######## md_buffer ########
File: src/rtl/md_buffer_pkg.sv
// Shared widths, queue indices and helpers for the metadata buffer stage.
package md_buffer_pkg;

  localparam int MD_W   = 9;
  localparam int MD2_W  = 16;
  localparam int DROP_W = 16;

  localparam int Q_TSN_EVEN = 0;
  localparam int Q_TSN_ODD  = 1;
  localparam int Q_RC       = 2;
  localparam int Q_BE       = 3;

  // Drop counters stick at all-ones so a flood never wraps back to a small value.
  function automatic logic [DROP_W-1:0] sat_inc(input logic [DROP_W-1:0] value);
    return (value == '1) ? value : value + 1'b1;
  endfunction

endpackage

File: src/rtl/md_buffer_fifo.sv
// Single-clock FWFT FIFO with occupancy count and saturating overflow-drop counter.
module md_fifo
  import md_buffer_pkg::*;
#(
  parameter int WIDTH      = MD_W,
  parameter int DEPTH_LOG2 = 5
) (
  input  logic                  clk,
  input  logic                  rst_n,
  input  logic [WIDTH-1:0]      wr_data,
  input  logic                  wr,
  input  logic                  rd,
  output logic [WIDTH-1:0]      rd_data,
  output logic                  empty,
  output logic                  full,
  output logic [DEPTH_LOG2:0]   usedw,
  output logic [DROP_W-1:0]     drop_cnt
);

  localparam int DEPTH = 1 << DEPTH_LOG2;
  localparam logic [DEPTH_LOG2:0] FULL_CNT = {1'b1, {DEPTH_LOG2{1'b0}}};

  logic [WIDTH-1:0]      mem [DEPTH];
  logic [DEPTH_LOG2-1:0] wr_ptr;
  logic [DEPTH_LOG2-1:0] rd_ptr;
  logic [DEPTH_LOG2:0]   cnt;
  logic                  pop;
  logic                  accept;
  logic                  overflow;

  assign empty    = (cnt == '0);
  assign full     = (cnt == FULL_CNT);
  assign usedw    = cnt;

  // A pop in the same cycle frees the slot, so a full queue can still accept.
  assign pop      = rd && !empty;
  assign accept   = wr && (!full || pop);
  assign overflow = wr && full && !pop;

  // Storage has no reset; stale entries are unreachable once the pointers clear.
  always_ff @(posedge clk) begin
    if (accept) begin
      mem[wr_ptr] <= wr_data;
    end
  end

  always_ff @(posedge clk or negedge rst_n) begin
    if (!rst_n) begin
      wr_ptr   <= '0;
      rd_ptr   <= '0;
      cnt      <= '0;
      drop_cnt <= '0;
    end else begin
      if (accept) begin
        wr_ptr <= wr_ptr + 1'b1;
      end
      if (pop) begin
        rd_ptr <= rd_ptr + 1'b1;
      end
      case ({accept, pop})
        2'b10:   cnt <= cnt + 1'b1;
        2'b01:   cnt <= cnt - 1'b1;
        default: cnt <= cnt;
      endcase
      if (overflow) begin
        drop_cnt <= sat_inc(drop_cnt);
      end
    end
  end

  assign rd_data = empty ? '0 : mem[rd_ptr];

endmodule

File: src/rtl/md_buffer.sv
// Metadata buffer: four independent FWFT queues feeding the gate-control scheduler.
module md_buffer
  import md_buffer_pkg::*;
#(
  parameter int    DEPTH_LOG2 = 5,
  parameter string PLATFORM   = "xilinx"
) (
  input  logic                  clk,
  input  logic                  rst_n,
  input  logic [MD_W-1:0]       in_mb_md0,
  input  logic                  in_mb_md0_wr,
  input  logic [MD_W-1:0]       in_mb_md1,
  input  logic                  in_mb_md1_wr,
  input  logic [MD2_W-1:0]      in_mb_md2,
  input  logic                  in_mb_md2_wr,
  input  logic [MD_W-1:0]       in_mb_md3,
  input  logic                  in_mb_md3_wr,
  input  logic [3:0]            in_mb_rd,
  output logic [MD_W-1:0]       out_mb_md0,
  output logic [MD_W-1:0]       out_mb_md1,
  output logic [MD2_W-1:0]      out_mb_md2,
  output logic [MD_W-1:0]       out_mb_md3,
  output logic [3:0]            out_mb_empty,
  output logic [3:0]            out_mb_full,
  output logic [DEPTH_LOG2:0]   out_mb_usedw0,
  output logic [DEPTH_LOG2:0]   out_mb_usedw1,
  output logic [DEPTH_LOG2:0]   out_mb_usedw2,
  output logic [DEPTH_LOG2:0]   out_mb_usedw3,
  output logic [DROP_W-1:0]     out_mb_drop0,
  output logic [DROP_W-1:0]     out_mb_drop1,
  output logic [DROP_W-1:0]     out_mb_drop2,
  output logic [DROP_W-1:0]     out_mb_drop3
);

  // Every supported family maps the queues onto the same generic register RAM.
  if (PLATFORM == "xilinx") begin : g_xilinx_storage
  end

  md_fifo #(.WIDTH(MD_W), .DEPTH_LOG2(DEPTH_LOG2)) u_q_tsn_even (
    .clk      (clk),
    .rst_n    (rst_n),
    .wr_data  (in_mb_md0),
    .wr       (in_mb_md0_wr),
    .rd       (in_mb_rd[Q_TSN_EVEN]),
    .rd_data  (out_mb_md0),
    .empty    (out_mb_empty[Q_TSN_EVEN]),
    .full     (out_mb_full[Q_TSN_EVEN]),
    .usedw    (out_mb_usedw0),
    .drop_cnt (out_mb_drop0)
  );

  md_fifo #(.WIDTH(MD_W), .DEPTH_LOG2(DEPTH_LOG2)) u_q_tsn_odd (
    .clk      (clk),
    .rst_n    (rst_n),
    .wr_data  (in_mb_md1),
    .wr       (in_mb_md1_wr),
    .rd       (in_mb_rd[Q_TSN_ODD]),
    .rd_data  (out_mb_md1),
    .empty    (out_mb_empty[Q_TSN_ODD]),
    .full     (out_mb_full[Q_TSN_ODD]),
    .usedw    (out_mb_usedw1),
    .drop_cnt (out_mb_drop1)
  );

  // The token-cost field rides along untouched; only the scheduler interprets it.
  md_fifo #(.WIDTH(MD2_W), .DEPTH_LOG2(DEPTH_LOG2)) u_q_rc (
    .clk      (clk),
    .rst_n    (rst_n),
    .wr_data  (in_mb_md2),
    .wr       (in_mb_md2_wr),
    .rd       (in_mb_rd[Q_RC]),
    .rd_data  (out_mb_md2),
    .empty    (out_mb_empty[Q_RC]),
    .full     (out_mb_full[Q_RC]),
    .usedw    (out_mb_usedw2),
    .drop_cnt (out_mb_drop2)
  );

  md_fifo #(.WIDTH(MD_W), .DEPTH_LOG2(DEPTH_LOG2)) u_q_be (
    .clk      (clk),
    .rst_n    (rst_n),
    .wr_data  (in_mb_md3),
    .wr       (in_mb_md3_wr),
    .rd       (in_mb_rd[Q_BE]),
    .rd_data  (out_mb_md3),
    .empty    (out_mb_empty[Q_BE]),
    .full     (out_mb_full[Q_BE]),
    .usedw    (out_mb_usedw3),
    .drop_cnt (out_mb_drop3)
  );

endmodule
File: config.mk
export PLATFORM = sky130hd
export DESIGN_NAME = md_buffer
export DESIGN_NICKNAME = d
export VERILOG_FILES = /design/src/rtl/md_buffer_pkg.sv /design/src/rtl/md_buffer_fifo.sv /design/src/rtl/md_buffer.sv
export SDC_FILE = /design/constraint.sdc
export NUM_CORES = 2
export LEC_CHECK = 0
export ABC_AREA = 1
export CAP_MARGIN = 20
export CORE_UTILIZATION = 45
export DETAILED_ROUTE_END_ITERATION = 6
export GPL_TIMING_DRIVEN = 0
export PLACE_DENSITY_LB_ADDON = 0.05
export REMOVE_ABC_BUFFERS = 1
export SLEW_MARGIN = 20
export SYNTH_ARGS = -nofsm -noshare
export SYNTH_HDL_FRONTEND = slang
export SYNTH_SLANG_ARGS = --single-unit
File: constraint.sdc
create_clock -name clk -period 2.75 [get_ports clk]
set_input_delay 0.55 -clock clk [delete_from_list [all_inputs] [get_ports clk]]
set_output_delay 0.55 -clock clk [all_outputs]
set_load 0.02 [all_outputs]
==> job_summary.md <==
## Synthesis and layout report

| Metric | Value |
|---|---|
| Top area contributor share | `roughly 64%` |
| Part of the power in registers | `approximately 30%` |
| Share of total power in combinational logic | `46.9%` |
| Routed via count divided by cell count | `5.31` |
| Netlist area before placement | `64,500 sq um` |
| Met2 capacity usage during global routing | `41.1%` |
| Wire length of the first global-routing pass | `between 200,000 and 300,000 um` |
| Outcome | `finished with violations` |
| Worst hold slack across all endpoints | `about 0.20 ns` |
| Slew margin rel. | `43.5%` |
| Setup violators final | `43` |
| Average size of a mapped cell | `10.5 sq um` |
| Violations in the final reports | `negative setup slack` |
| Number of iterations in the first detailed-routing pass | `5` |
| Clock transition at the registers of the reported paths | `approximately 0.060 ns` |
| Adder Share, Synth | `0.849%` |
| Path depth of the worst reg2reg path | `6` |
| Setup WS post-layout | `-0.630 ns` |
| Final Net Count | `6,673` |
| Delay-heaviest family, CP | `buffers and inverters` |
timing repair:
action	4_1_cts	5_1_grt
cloned	102	13
pin swaps	148	295
resized	892	686
endpoints found under the hold margin	69	0
setup buffers	135	58
hold buffers	1	0
endpoints found under the setup margin	1058	856
cells in the final DEF (no fill, tap or decap), drive strengths merged, types with 33 or more instances in the layout:
cell type and instances:
inv 297, buf 393, clkdlybuf4s50 96, ha 39
a21oi 65, nor2 946, xor2 71, clkinv 73
edfxtp 1376, nand3 606, o21ai 268, dfrtp 128
nor3 33, clkbuf 249, nand2 1985
==> md_buffer/placement.png <==
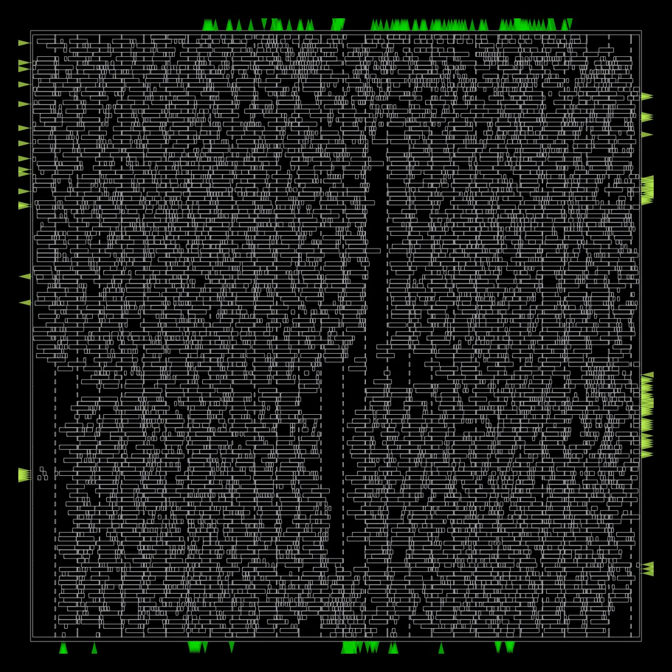
core box area: 142,000 sq um
number of non-filler instances in the completed layout: 8,603
core occupancy in the finished layout: 58.3%
number of rows created at floorplan: 138

==> md_buffer/wires.png <==
Scale: 1 px per um. Only two layers are drawn.
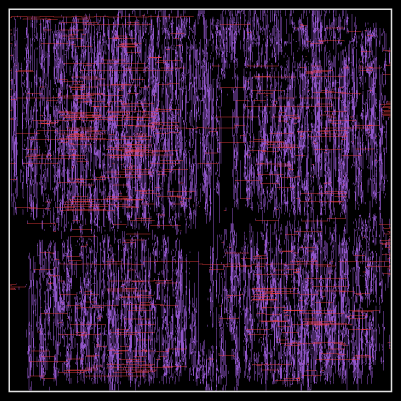
[red] metal 3 | wire length: 10,800 um
[purple] metal 2 | wire length: 90.1 mm
total global routing track utilization: 25.5%
Routed WL: 190,000 um
via count of the routed design: 45,700
routed len/inst: 22.0 um


######## pipe_ripple_adder ########
## src/rtl/pipe_adder_pkg.sv

```systemverilog
// Shared defaults and index helpers for the pipelined ripple-carry adder.
// No logic, constants and a pure function only.
// Imported by pipe_adder_stage and pipe_ripple_adder.
package pipe_adder_pkg;

    localparam int DEF_WIDTH  = 64;
    localparam int DEF_STAGES = 4;

    // Base bit index of segment k when every segment is seg bits wide.
    function automatic int seg_lo(input int k, input int seg);
        return k * seg;
    endfunction

endpackage

```

## src/rtl/pipe_adder_stage.sv

```systemverilog
// One SEG-bit ripple segment of the pipelined adder, with its own registers.
// Latency: one cycle from vld_in/operands to vld/carry/sum_q.
// Backpressure: every register holds while adv is low; bubbles move as vld=0.
// Optional ovf register is present only with PIPE_RIPPLE_ADDER_OVF_EN defined.
module pipe_adder_stage
    import pipe_adder_pkg::*;
#(
    parameter int WIDTH = DEF_WIDTH,
    parameter int SEG   = DEF_WIDTH / DEF_STAGES,
    parameter int IDX   = 0
) (
    input  logic             clk,
    input  logic             rst_n,
    input  logic             adv,
    input  logic             vld_in,
    input  logic             carry_in,
    input  logic [WIDTH-1:0] a_in,
    input  logic [WIDTH-1:0] b_in,
    input  logic [WIDTH-1:0] sum_in,
    output logic             vld,
    output logic             carry,
    output logic [WIDTH-1:0] a_q,
    output logic [WIDTH-1:0] b_q,
    output logic [WIDTH-1:0] sum_q
`ifdef PIPE_RIPPLE_ADDER_OVF_EN
    ,
    output logic             ovf
`endif
);

    localparam int LO = seg_lo(IDX, SEG);

    logic [SEG:0]       seg_res;
    logic [WIDTH-1:0]   sum_nxt;
    logic               load;

    // Data registers only move when a real operand set advances; bubbles
    // leave them untouched so the output holds its last result.
    assign load = adv && vld_in;

    // Ripple add of this stage's segment, carry taken from the stage below.
    assign seg_res = {1'b0, a_in[LO +: SEG]} + {1'b0, b_in[LO +: SEG]}
                   + {{SEG{1'b0}}, carry_in};

    // Lower completed segments pass through; this stage fills in its own.
    always_comb begin
        sum_nxt            = sum_in;
        sum_nxt[LO +: SEG] = seg_res[SEG-1:0];
    end

`ifdef PIPE_RIPPLE_ADDER_OVF_EN
    logic ovf_nxt;

    // Carry into the segment MSB recovered as a^b^s, then XOR with carry out.
    // Only the top stage's value is meaningful as signed overflow.
    assign ovf_nxt = a_in[LO+SEG-1] ^ b_in[LO+SEG-1] ^ seg_res[SEG-1] ^ seg_res[SEG];

    // Overflow flag travels with the sum and holds under stall.
    always_ff @(posedge clk or negedge rst_n) begin
        if (!rst_n) begin
            ovf <= 1'b0;
        end else if (load) begin
            ovf <= ovf_nxt;
        end
    end
`endif

    // Valid shifts on every advance; carry and sum load with real data only.
    always_ff @(posedge clk or negedge rst_n) begin
        if (!rst_n) begin
            vld   <= 1'b0;
            carry <= 1'b0;
            sum_q <= '0;
        end else if (adv) begin
            vld <= vld_in;
            if (vld_in) begin
                carry <= seg_res[SEG];
                sum_q <= sum_nxt;
            end
        end
    end

    // Skew registers: operands ride along for the segments still to be added.
    always_ff @(posedge clk) begin
        if (load) begin
            a_q <= a_in;
            b_q <= b_in;
        end
    end

endmodule

```

## src/rtl/pipe_ripple_adder.sv

```systemverilog
// WIDTH-bit adder split into STAGES ripple segments with valid/ready handshakes.
// Latency: STAGES cycles (transfer at edge N is visible after edge N+STAGES-1).
// Backpressure: in_ready = !out_valid || out_ready; the whole pipe holds together.
// Optional signed overflow output ovf when PIPE_RIPPLE_ADDER_OVF_EN is defined.
module pipe_ripple_adder
    import pipe_adder_pkg::*;
#(
    parameter int WIDTH  = DEF_WIDTH,
    parameter int STAGES = DEF_STAGES
) (
    input  logic             clk,
    input  logic             rst_n,
    input  logic             in_valid,
    output logic             in_ready,
    input  logic [WIDTH-1:0] a,
    input  logic [WIDTH-1:0] b,
    input  logic             c_in,
    output logic             out_valid,
    input  logic             out_ready,
    output logic [WIDTH-1:0] sum,
    output logic             c_out
`ifdef PIPE_RIPPLE_ADDER_OVF_EN
    ,
    output logic             ovf
`endif
);

    localparam int SEG = (STAGES > 0) ? (WIDTH / STAGES) : 1;

    // Segments must tile the word exactly.
    if (STAGES < 1 || (WIDTH % STAGES) != 0) begin : g_bad_cfg
        $error("pipe_ripple_adder: WIDTH must be a multiple of STAGES and STAGES >= 1");
    end

    // Chain index k feeds stage k; index k+1 is stage k's registered output.
    logic             vld_c   [0:STAGES];
    logic             carry_c [0:STAGES];
    logic [WIDTH-1:0] a_c     [0:STAGES];
    logic [WIDTH-1:0] b_c     [0:STAGES];
    logic [WIDTH-1:0] sum_c   [0:STAGES];
`ifdef PIPE_RIPPLE_ADDER_OVF_EN
    logic             ovf_c   [1:STAGES];
`endif

    logic adv;

    // Single global advance: the last stage is the only place a result can wait.
    assign adv      = !out_valid || out_ready;
    assign in_ready = adv;

    assign vld_c[0]   = in_valid;
    assign carry_c[0] = c_in;
    assign a_c[0]     = a;
    assign b_c[0]     = b;
    assign sum_c[0]   = '0;

    for (genvar k = 0; k < STAGES; k++) begin : g_stage
        pipe_adder_stage #(
            .WIDTH (WIDTH),
            .SEG   (SEG),
            .IDX   (k)
        ) u_stage (
            .clk      (clk),
            .rst_n    (rst_n),
            .adv      (adv),
            .vld_in   (vld_c[k]),
            .carry_in (carry_c[k]),
            .a_in     (a_c[k]),
            .b_in     (b_c[k]),
            .sum_in   (sum_c[k]),
            .vld      (vld_c[k+1]),
            .carry    (carry_c[k+1]),
            .a_q      (a_c[k+1]),
            .b_q      (b_c[k+1]),
            .sum_q    (sum_c[k+1])
`ifdef PIPE_RIPPLE_ADDER_OVF_EN
            ,
            .ovf      (ovf_c[k+1])
`endif
        );
    end

    // The last stage's registers are the output registers.
    assign out_valid = vld_c[STAGES];
    assign sum       = sum_c[STAGES];
    assign c_out     = carry_c[STAGES];
`ifdef PIPE_RIPPLE_ADDER_OVF_EN
    assign ovf       = ovf_c[STAGES];
`endif

endmodule

```

## config.mk

```make
export PLATFORM = sky130hd
export DESIGN_NAME = pipe_ripple_adder
export DESIGN_NICKNAME = d
export VERILOG_FILES = /design/src/rtl/pipe_adder_pkg.sv /design/src/rtl/pipe_adder_stage.sv /design/src/rtl/pipe_ripple_adder.sv
export SDC_FILE = /design/constraint.sdc
export NUM_CORES = 1
export LEC_CHECK = 0
export ABC_AREA = 1
export ABC_CLOCK_PERIOD_IN_PS = 5850
export CAP_MARGIN = 5
export CORE_MARGIN = 3
export CORE_UTILIZATION = 45
export CTS_CLUSTER_SIZE = 12
export DETAILED_ROUTE_END_ITERATION = 8
export PLACE_DENSITY_LB_ADDON = 0.12
export SYNTH_ARGS = -nofsm -noshare
export SYNTH_HDL_FRONTEND = slang
export SYNTH_HIERARCHICAL = 1
export SYNTH_SLANG_ARGS = --single-unit
```

## constraint.sdc

```tcl
create_clock -name clk -period 5.85 [get_ports clk]
set_clock_uncertainty 0.1 [all_clocks]
set_input_delay 0.8775 -clock clk [delete_from_list [all_inputs] [get_ports clk]]
set_output_delay 0.8775 -clock clk [all_outputs]
set_load 0.01 [all_outputs]
```

==> pipe_ripple_adder/detail.png <==
Region (82, 82) to (112, 112) um. Cells in grey, sequential cells in the stronger grey; small squares are vias.
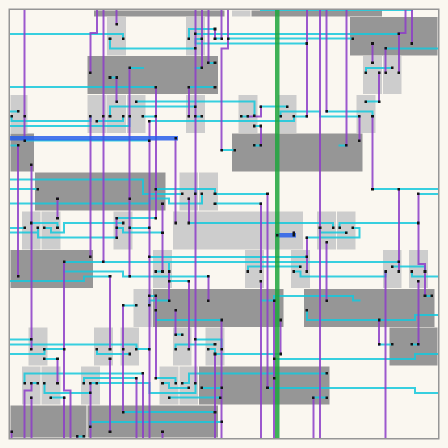
[purple] metal 2
[blue] metal 3
[green] metal 4
[cyan] metal 1
sequential cells in the window: 10
most frequent: nand2_1 (35), dfrtp_1 (10), clkbuf_16 (1)
cells with their middle in the window: 46
netlist names of flops here include: g_stage.u_stage/sum_q (10)

==> pipe_ripple_adder/logic_types.png <==
Scale: 2 px per um.
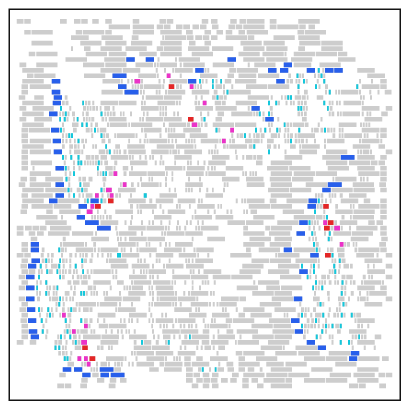
[magenta] AND and OR gates | cells: 24
[red] XOR/XNOR gates | cells: 10
[cyan] inverters | cells: 154 | where: all over the die
[blue] adder and majority cells | cells: 68 | where: all over the die
fraction of area in multi-input gates: 26.8%
number of non-filler instances in the completed layout: 2,299
most common library cell in the layout ignoring fill and taps: nand2_1

==> job_summary.md <==
## Synthesis and layout report

| Metric | Value |
|---|---|
| Total global routing overflow | `0` |
| Filler instances | `between 3,000 and 4,000` |
| Worst setup path category | `in -> reg` |
| Final Net Count | `2,015` |
| Detailed-placement wirelength estimate | `between 20,000 and 25,000 um` |
| Ratio of cells with drive above 1 in the final layout | `8.35%` |
| CTS buffer count | `38` |
| Number of rows created at floorplan | `68` |
| Outcome | `completed` |
| Number of nets in the synthesized netlist | `~1,800` |
| Unrepaired setup endpoints after global routing | `false` |
| Top logic cells by instance count in the layout | `701 x nand2_1, 198 x clkdlybuf4s50_1, 192 x edfxtp_1, 168 x dfrtp_1, 133 x inv_1` |
| Slew margin rel. | `24.8%` |
| Via count of the routed design | `10,700` |
| Count of instances resized after the clock tree is built | `0` |
| RD Place Congestion | `0.877` |
| Share of the clock period used by the worst path after layout | `between 50% and 60%` |
| Number of warnings printed during yosys synthesis | `6` |
| Number of signal-net inverters in the final layout | `between 150 and 200` |
| Die Span Y | `195 um` |
per-stage QoR:
step / hold WS, ns / util, % / cell area [sq um]
after floorplan: 0.300 / - / 16000
after global placement: 0.301 / 53.0 / 18400
after detailed placement: 0.305 / 53.0 / 18400
after CTS: 0.174 / 56.4 / 19600
after global routing: 0.195 / 56.4 / 19600
final: 0.175 / 56.4 / 19600
sequential cells by signal, summed over array words and instances (netlist names):
name and count:
g_stage.u_stage/sum_q 160, g_stage.u_stage/a_q 96, g_stage.u_stage/b_q 96, g_stage.u_stage/carry 4, g_stage.u_stage/vld 4

######## bidir_serial_xcvr ########
==> bidir_serial_xcvr/detail.png <==
Region (23, 23) to (53, 53) um. Cells in grey, sequential cells in the stronger grey; small squares are vias.
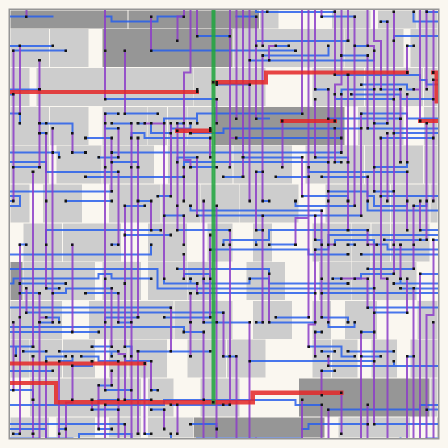
<file path="config.mk">
export PLATFORM = sky130hd
export DESIGN_NAME = bidir_serial_xcvr
export DESIGN_NICKNAME = d
export VERILOG_FILES = /design/src/rtl/bidir_pkg.sv /design/src/rtl/bidir_serial_xcvr_bit_timer.sv /design/src/rtl/bidir_serial_xcvr.sv
export SDC_FILE = /design/constraint.sdc
export NUM_CORES = 1
export LEC_CHECK = 0
export CORE_UTILIZATION = 50
export CTS_CLUSTER_DIAMETER = 80
export DETAILED_ROUTE_END_ITERATION = 7
export DONT_BUFFER_PORTS = 1
export HOLD_SLACK_MARGIN = 0.03
export MAX_ROUTING_LAYER = met4
export PLACE_DENSITY_LB_ADDON = 0.1
export SETUP_SLACK_MARGIN = 0.2
export SLEW_MARGIN = 40
export SYNTH_ARGS = -nofsm -noshare
export SYNTH_HDL_FRONTEND = slang
export SYNTH_SLANG_ARGS = --single-unit
</file>
<file path="constraint.sdc">
create_clock -name clk -period 1.9 [get_ports clk]
set_input_delay 0.475 -clock clk [delete_from_list [all_inputs] [get_ports clk]]
set_output_delay 0.475 -clock clk [all_outputs]
set_load 0.01 [all_outputs]
</file>
<file path="src/rtl/bidir_pkg.sv">
// Shared types and constants for the bidirectional single-wire byte transceiver.
package bidir_pkg;

    typedef enum logic [2:0] {
        IDLE,
        TX,
        TURN,
        RX_WAIT,
        RX_START,
        RX_SHIFT
    } state_t;

    localparam logic START_BIT = 1'b0;
    localparam logic STOP_BIT  = 1'b1;
    localparam logic BUS_IDLE  = 1'b1;
    localparam int   DATA_BITS = 8;
    localparam int   CNT_W     = 10;

    function automatic logic even_parity(input logic [DATA_BITS-1:0] b);
        return ^b;
    endfunction

endpackage

</file>
<file path="src/rtl/bidir_serial_xcvr_bit_timer.sv">
// Bit-period down-counter shared by TX and RX; a half load makes the next tick land mid-bit.
module bidir_bit_timer #(
    parameter int DIV = 16
) (
    input  logic clk,
    input  logic rst,
    input  logic load_i,
    input  logic half_i,
    output logic tick_o
);
    import bidir_pkg::*;

    localparam logic [CNT_W-1:0] FULL_M1 = CNT_W'(DIV - 1);
    localparam logic [CNT_W-1:0] HALF_M1 = CNT_W'(DIV / 2 - 1);

    logic [CNT_W-1:0] cnt_q;

    // Free-running reload keeps consecutive bits exactly DIV cycles apart.
    always_ff @(posedge clk or posedge rst) begin
        if (rst) begin
            cnt_q <= '0;
        end else if (load_i) begin
            cnt_q <= FULL_M1;
        end else if (half_i) begin
            cnt_q <= HALF_M1;
        end else if (cnt_q == '0) begin
            cnt_q <= FULL_M1;
        end else begin
            cnt_q <= cnt_q - CNT_W'(1);
        end
    end

    assign tick_o = (cnt_q == '0);

endmodule

</file>
<file path="src/rtl/bidir_serial_xcvr.sv">
// Half-duplex single-wire byte transceiver: one TX frame, bus turnaround, optional reply frame.
// Defining BIDIR_XCVR_PARITY_EN adds an even-parity bit after d[7] in both directions.
module bidir_serial_xcvr #(
    parameter int DIV     = 16,
    parameter int TURN    = 4,
    parameter int TIMEOUT = 1024
) (
    input  logic       clk,
    input  logic       rst,
    input  logic [7:0] tx_data,
    input  logic       tx_valid,
    input  logic       rx_expect,
    output logic       tx_ready,
    output logic       bus_oe,
    output logic       bus_out,
    input  logic       bus_in,
    output logic [7:0] rx_data,
    output logic       rx_valid,
    output logic       rx_err,
    output logic       timeout,
    output logic       busy
);
    import bidir_pkg::*;

    localparam int TO_W = $clog2(TIMEOUT) + 1;
    localparam logic [TO_W-1:0] TURN_M1 = TO_W'(TURN - 1);
    localparam logic [TO_W-1:0] TO_LAST = TO_W'(TIMEOUT - 1);
`ifdef BIDIR_XCVR_PARITY_EN
    localparam logic [3:0] TX_STOP_IDX = 4'd10;
`else
    localparam logic [3:0] TX_STOP_IDX = 4'd9;
`endif

    state_t                 state_q;
    logic [1:0]             sync_q;
    logic                   rx_bit;
    logic [DATA_BITS-1:0]   data_q;
    logic [DATA_BITS-1:0]   rx_data_q;
    logic                   rx_expect_q;
    logic                   bus_oe_q;
    logic                   bus_out_q;
    logic                   bus_out_d;
    logic                   rx_valid_q;
    logic                   rx_err_q;
    logic                   timeout_q;
    logic [3:0]             bit_idx_q;
    logic [TO_W-1:0]        to_q;
    logic                   tmr_load;
    logic                   tmr_half;
    logic                   tmr_tick;
    logic                   rx_ok;
`ifdef BIDIR_XCVR_PARITY_EN
    logic                   par_q;
`endif

    always_ff @(posedge clk or posedge rst) begin
        if (rst) begin
            sync_q <= {2{BUS_IDLE}};
        end else begin
            sync_q <= {sync_q[0], bus_in};
        end
    end

    assign rx_bit   = sync_q[1];
    assign tmr_load = (state_q == IDLE) && tx_valid;
    assign tmr_half = (state_q == RX_WAIT) && !rx_bit;

    bidir_bit_timer #(
        .DIV(DIV)
    ) u_timer (
        .clk   (clk),
        .rst   (rst),
        .load_i(tmr_load),
        .half_i(tmr_half),
        .tick_o(tmr_tick)
    );

    // Wire value for the bit that follows the one currently being driven.
    always_comb begin
        bus_out_d = STOP_BIT;
        if (bit_idx_q < 4'(DATA_BITS)) begin
            bus_out_d = data_q[bit_idx_q[2:0]];
        end
`ifdef BIDIR_XCVR_PARITY_EN
        else if (bit_idx_q == 4'(DATA_BITS)) begin
            bus_out_d = even_parity(data_q);
        end
`endif
    end

`ifdef BIDIR_XCVR_PARITY_EN
    assign rx_ok = (rx_bit == STOP_BIT) && (par_q == even_parity(data_q));
`else
    assign rx_ok = (rx_bit == STOP_BIT);
`endif

    always_ff @(posedge clk or posedge rst) begin
        if (rst) begin
            state_q     <= IDLE;
            data_q      <= '0;
            rx_data_q   <= '0;
            rx_expect_q <= 1'b0;
            bus_oe_q    <= 1'b0;
            bus_out_q   <= BUS_IDLE;
            rx_valid_q  <= 1'b0;
            rx_err_q    <= 1'b0;
            timeout_q   <= 1'b0;
            bit_idx_q   <= '0;
            to_q        <= '0;
`ifdef BIDIR_XCVR_PARITY_EN
            par_q       <= 1'b0;
`endif
        end else begin
            rx_valid_q <= 1'b0;
            rx_err_q   <= 1'b0;
            timeout_q  <= 1'b0;
            case (state_q)
                IDLE: begin
                    if (tx_valid) begin
                        data_q      <= tx_data;
                        rx_expect_q <= rx_expect;
                        bus_oe_q    <= 1'b1;
                        bus_out_q   <= START_BIT;
                        bit_idx_q   <= '0;
                        to_q        <= '0;
                        state_q     <= TX;
                    end
                end
                TX: begin
                    if (tmr_tick) begin
                        if (bit_idx_q == TX_STOP_IDX) begin
                            bus_oe_q  <= 1'b0;
                            bus_out_q <= BUS_IDLE;
                            bit_idx_q <= '0;
                            to_q      <= '0;
                            state_q   <= bidir_pkg::TURN;
                        end else begin
                            bus_out_q <= bus_out_d;
                            bit_idx_q <= bit_idx_q + 4'd1;
                        end
                    end
                end
                bidir_pkg::TURN: begin
                    if (to_q == TURN_M1) begin
                        to_q    <= '0;
                        state_q <= rx_expect_q ? RX_WAIT : IDLE;
                    end else begin
                        to_q <= to_q + TO_W'(1);
                    end
                end
                RX_WAIT: begin
                    if (!rx_bit) begin
                        to_q    <= to_q + TO_W'(1);
                        state_q <= RX_START;
                    end else if (to_q >= TO_LAST) begin
                        timeout_q <= 1'b1;
                        to_q      <= '0;
                        state_q   <= IDLE;
                    end else begin
                        to_q <= to_q + TO_W'(1);
                    end
                end
                RX_START: begin
                    // The timeout budget keeps draining here so a glitch cannot extend it.
                    if (to_q < TO_LAST) begin
                        to_q <= to_q + TO_W'(1);
                    end
                    if (tmr_tick) begin
                        if (!rx_bit) begin
                            bit_idx_q <= '0;
                            state_q   <= RX_SHIFT;
                        end else begin
                            state_q <= RX_WAIT;
                        end
                    end
                end
                RX_SHIFT: begin
                    if (tmr_tick) begin
                        if (bit_idx_q < 4'(DATA_BITS)) begin
                            data_q    <= {rx_bit, data_q[DATA_BITS-1:1]};
                            bit_idx_q <= bit_idx_q + 4'd1;
                        end
`ifdef BIDIR_XCVR_PARITY_EN
                        else if (bit_idx_q == 4'(DATA_BITS)) begin
                            par_q     <= rx_bit;
                            bit_idx_q <= bit_idx_q + 4'd1;
                        end
`endif
                        else begin
                            if (rx_ok) begin
                                rx_data_q  <= data_q;
                                rx_valid_q <= 1'b1;
                            end else begin
                                rx_err_q <= 1'b1;
                            end
                            bit_idx_q <= '0;
                            to_q      <= '0;
                            state_q   <= IDLE;
                        end
                    end
                end
                default: begin
                    state_q <= IDLE;
                end
            endcase
        end
    end

    assign tx_ready = (state_q == IDLE);
    assign busy     = (state_q != IDLE);
    assign bus_oe   = bus_oe_q;
    assign bus_out  = bus_oe_q ? bus_out_q : BUS_IDLE;
    assign rx_data  = rx_data_q;
    assign rx_valid = rx_valid_q;
    assign rx_err   = rx_err_q;
    assign timeout  = timeout_q;

endmodule

</file>
==> job_summary.md <==
## Synthesis and layout report

| Metric | Value |
|---|---|
| Critical-path cell list | `ha_4, a21oi_2, or4b_4, a21oi_4, and3b_2, a221o_1` |
| Setup WS post-layout | `-0.114 ns` |
| Routed via count divided by cell count | `5.77` |
| Violations in the final reports | `negative setup slack` |
| Delay-heaviest family, CP | `simple AND/OR/NAND/NOR gates` |
| Mux contribution to synthesized area | `9.44%` |
| Final-layout non-clock buffer area share | `17.0%` |
| Post-synthesis share of cell area spent on xor and xnor gates | `2.51%` |
| Outcome | `finished with violations` |
| Setup violators final | `19` |
| CTS buffer count | `5` |
| Time the worst path needs with I/O delays and setup | `slightly above 2 ns` |
| Sequential cell area in the final layout | `1310 sq um` |
| Total global routing overflow | `0` |
| Worst path slowest cell | `or4b_4` |
| Filler instances | `roughly 350` |
## Picture notes: bidir_serial_xcvr/detail.png
[red] metal 3
[blue] metal 1
[purple] metal 2
[green] metal 4
cells with their middle in the window: 78
most frequent: buf_4 (16), nor2_1 (7)
sequential cells in the window: 4

-- layer usage --
metal  vias to the layer above  part of all wire [%]  wire length [um]  track usage, %
met4                         0                  0.97                74            6.73
met3                         7                   4.4               331            5.71
met1                      1218                    45              3450            36.6
li1                       1155                     -                 -               -
met2                        59                    49              3750            42.9
met5                         -                     0                 0               -
-- sequential cells by signal, indices dropped and copies added, names as in the netlist --
register       flops
bit_idx_q          4
bus_oe             1
bus_out_q          1
data_q             8
rx_data            8
rx_err             1
rx_expect_q        1
rx_valid           1
state_q            3
sync_q             2
timeout            1
to_q              11
u_timer.cnt_q     10


==> notes/layouts.md <==
Pictures saved along the way, in no particular order.

Routed metal per tile.
(a)
Scale: 1.5 px per um. 39 x 39 tiles, from dark purple (low) to yellow (high), scaled to the fullest tile. Values are wire area over tile area, all layers added.
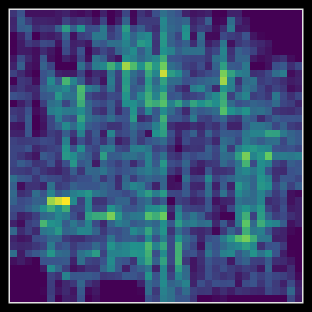
(b)
Scale: 4 px per um. 15 x 15 tiles, from dark purple (low) to yellow (high), scaled to the fullest tile. Values are wire area over tile area, all layers added.
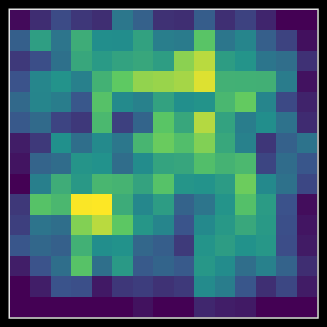
(c)
38 x 38 tiles, from dark purple (low) to yellow (high), scaled to the fullest tile. Values are wire area over tile area, all layers added.
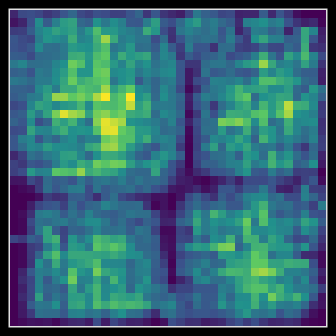
(a) comes from pipe_ripple_adder.
(c) comes from md_buffer.
(b) comes from bidir_serial_xcvr.
The one with the largest die is (c).
The one with the smallest die is (b).

Key to (a):
fullest tile: 0.54
tiles over half the peak: 8.2%
mean over tiles: 0.14
densest ninth of the die: north

Power and IR drop assume default switching activity.
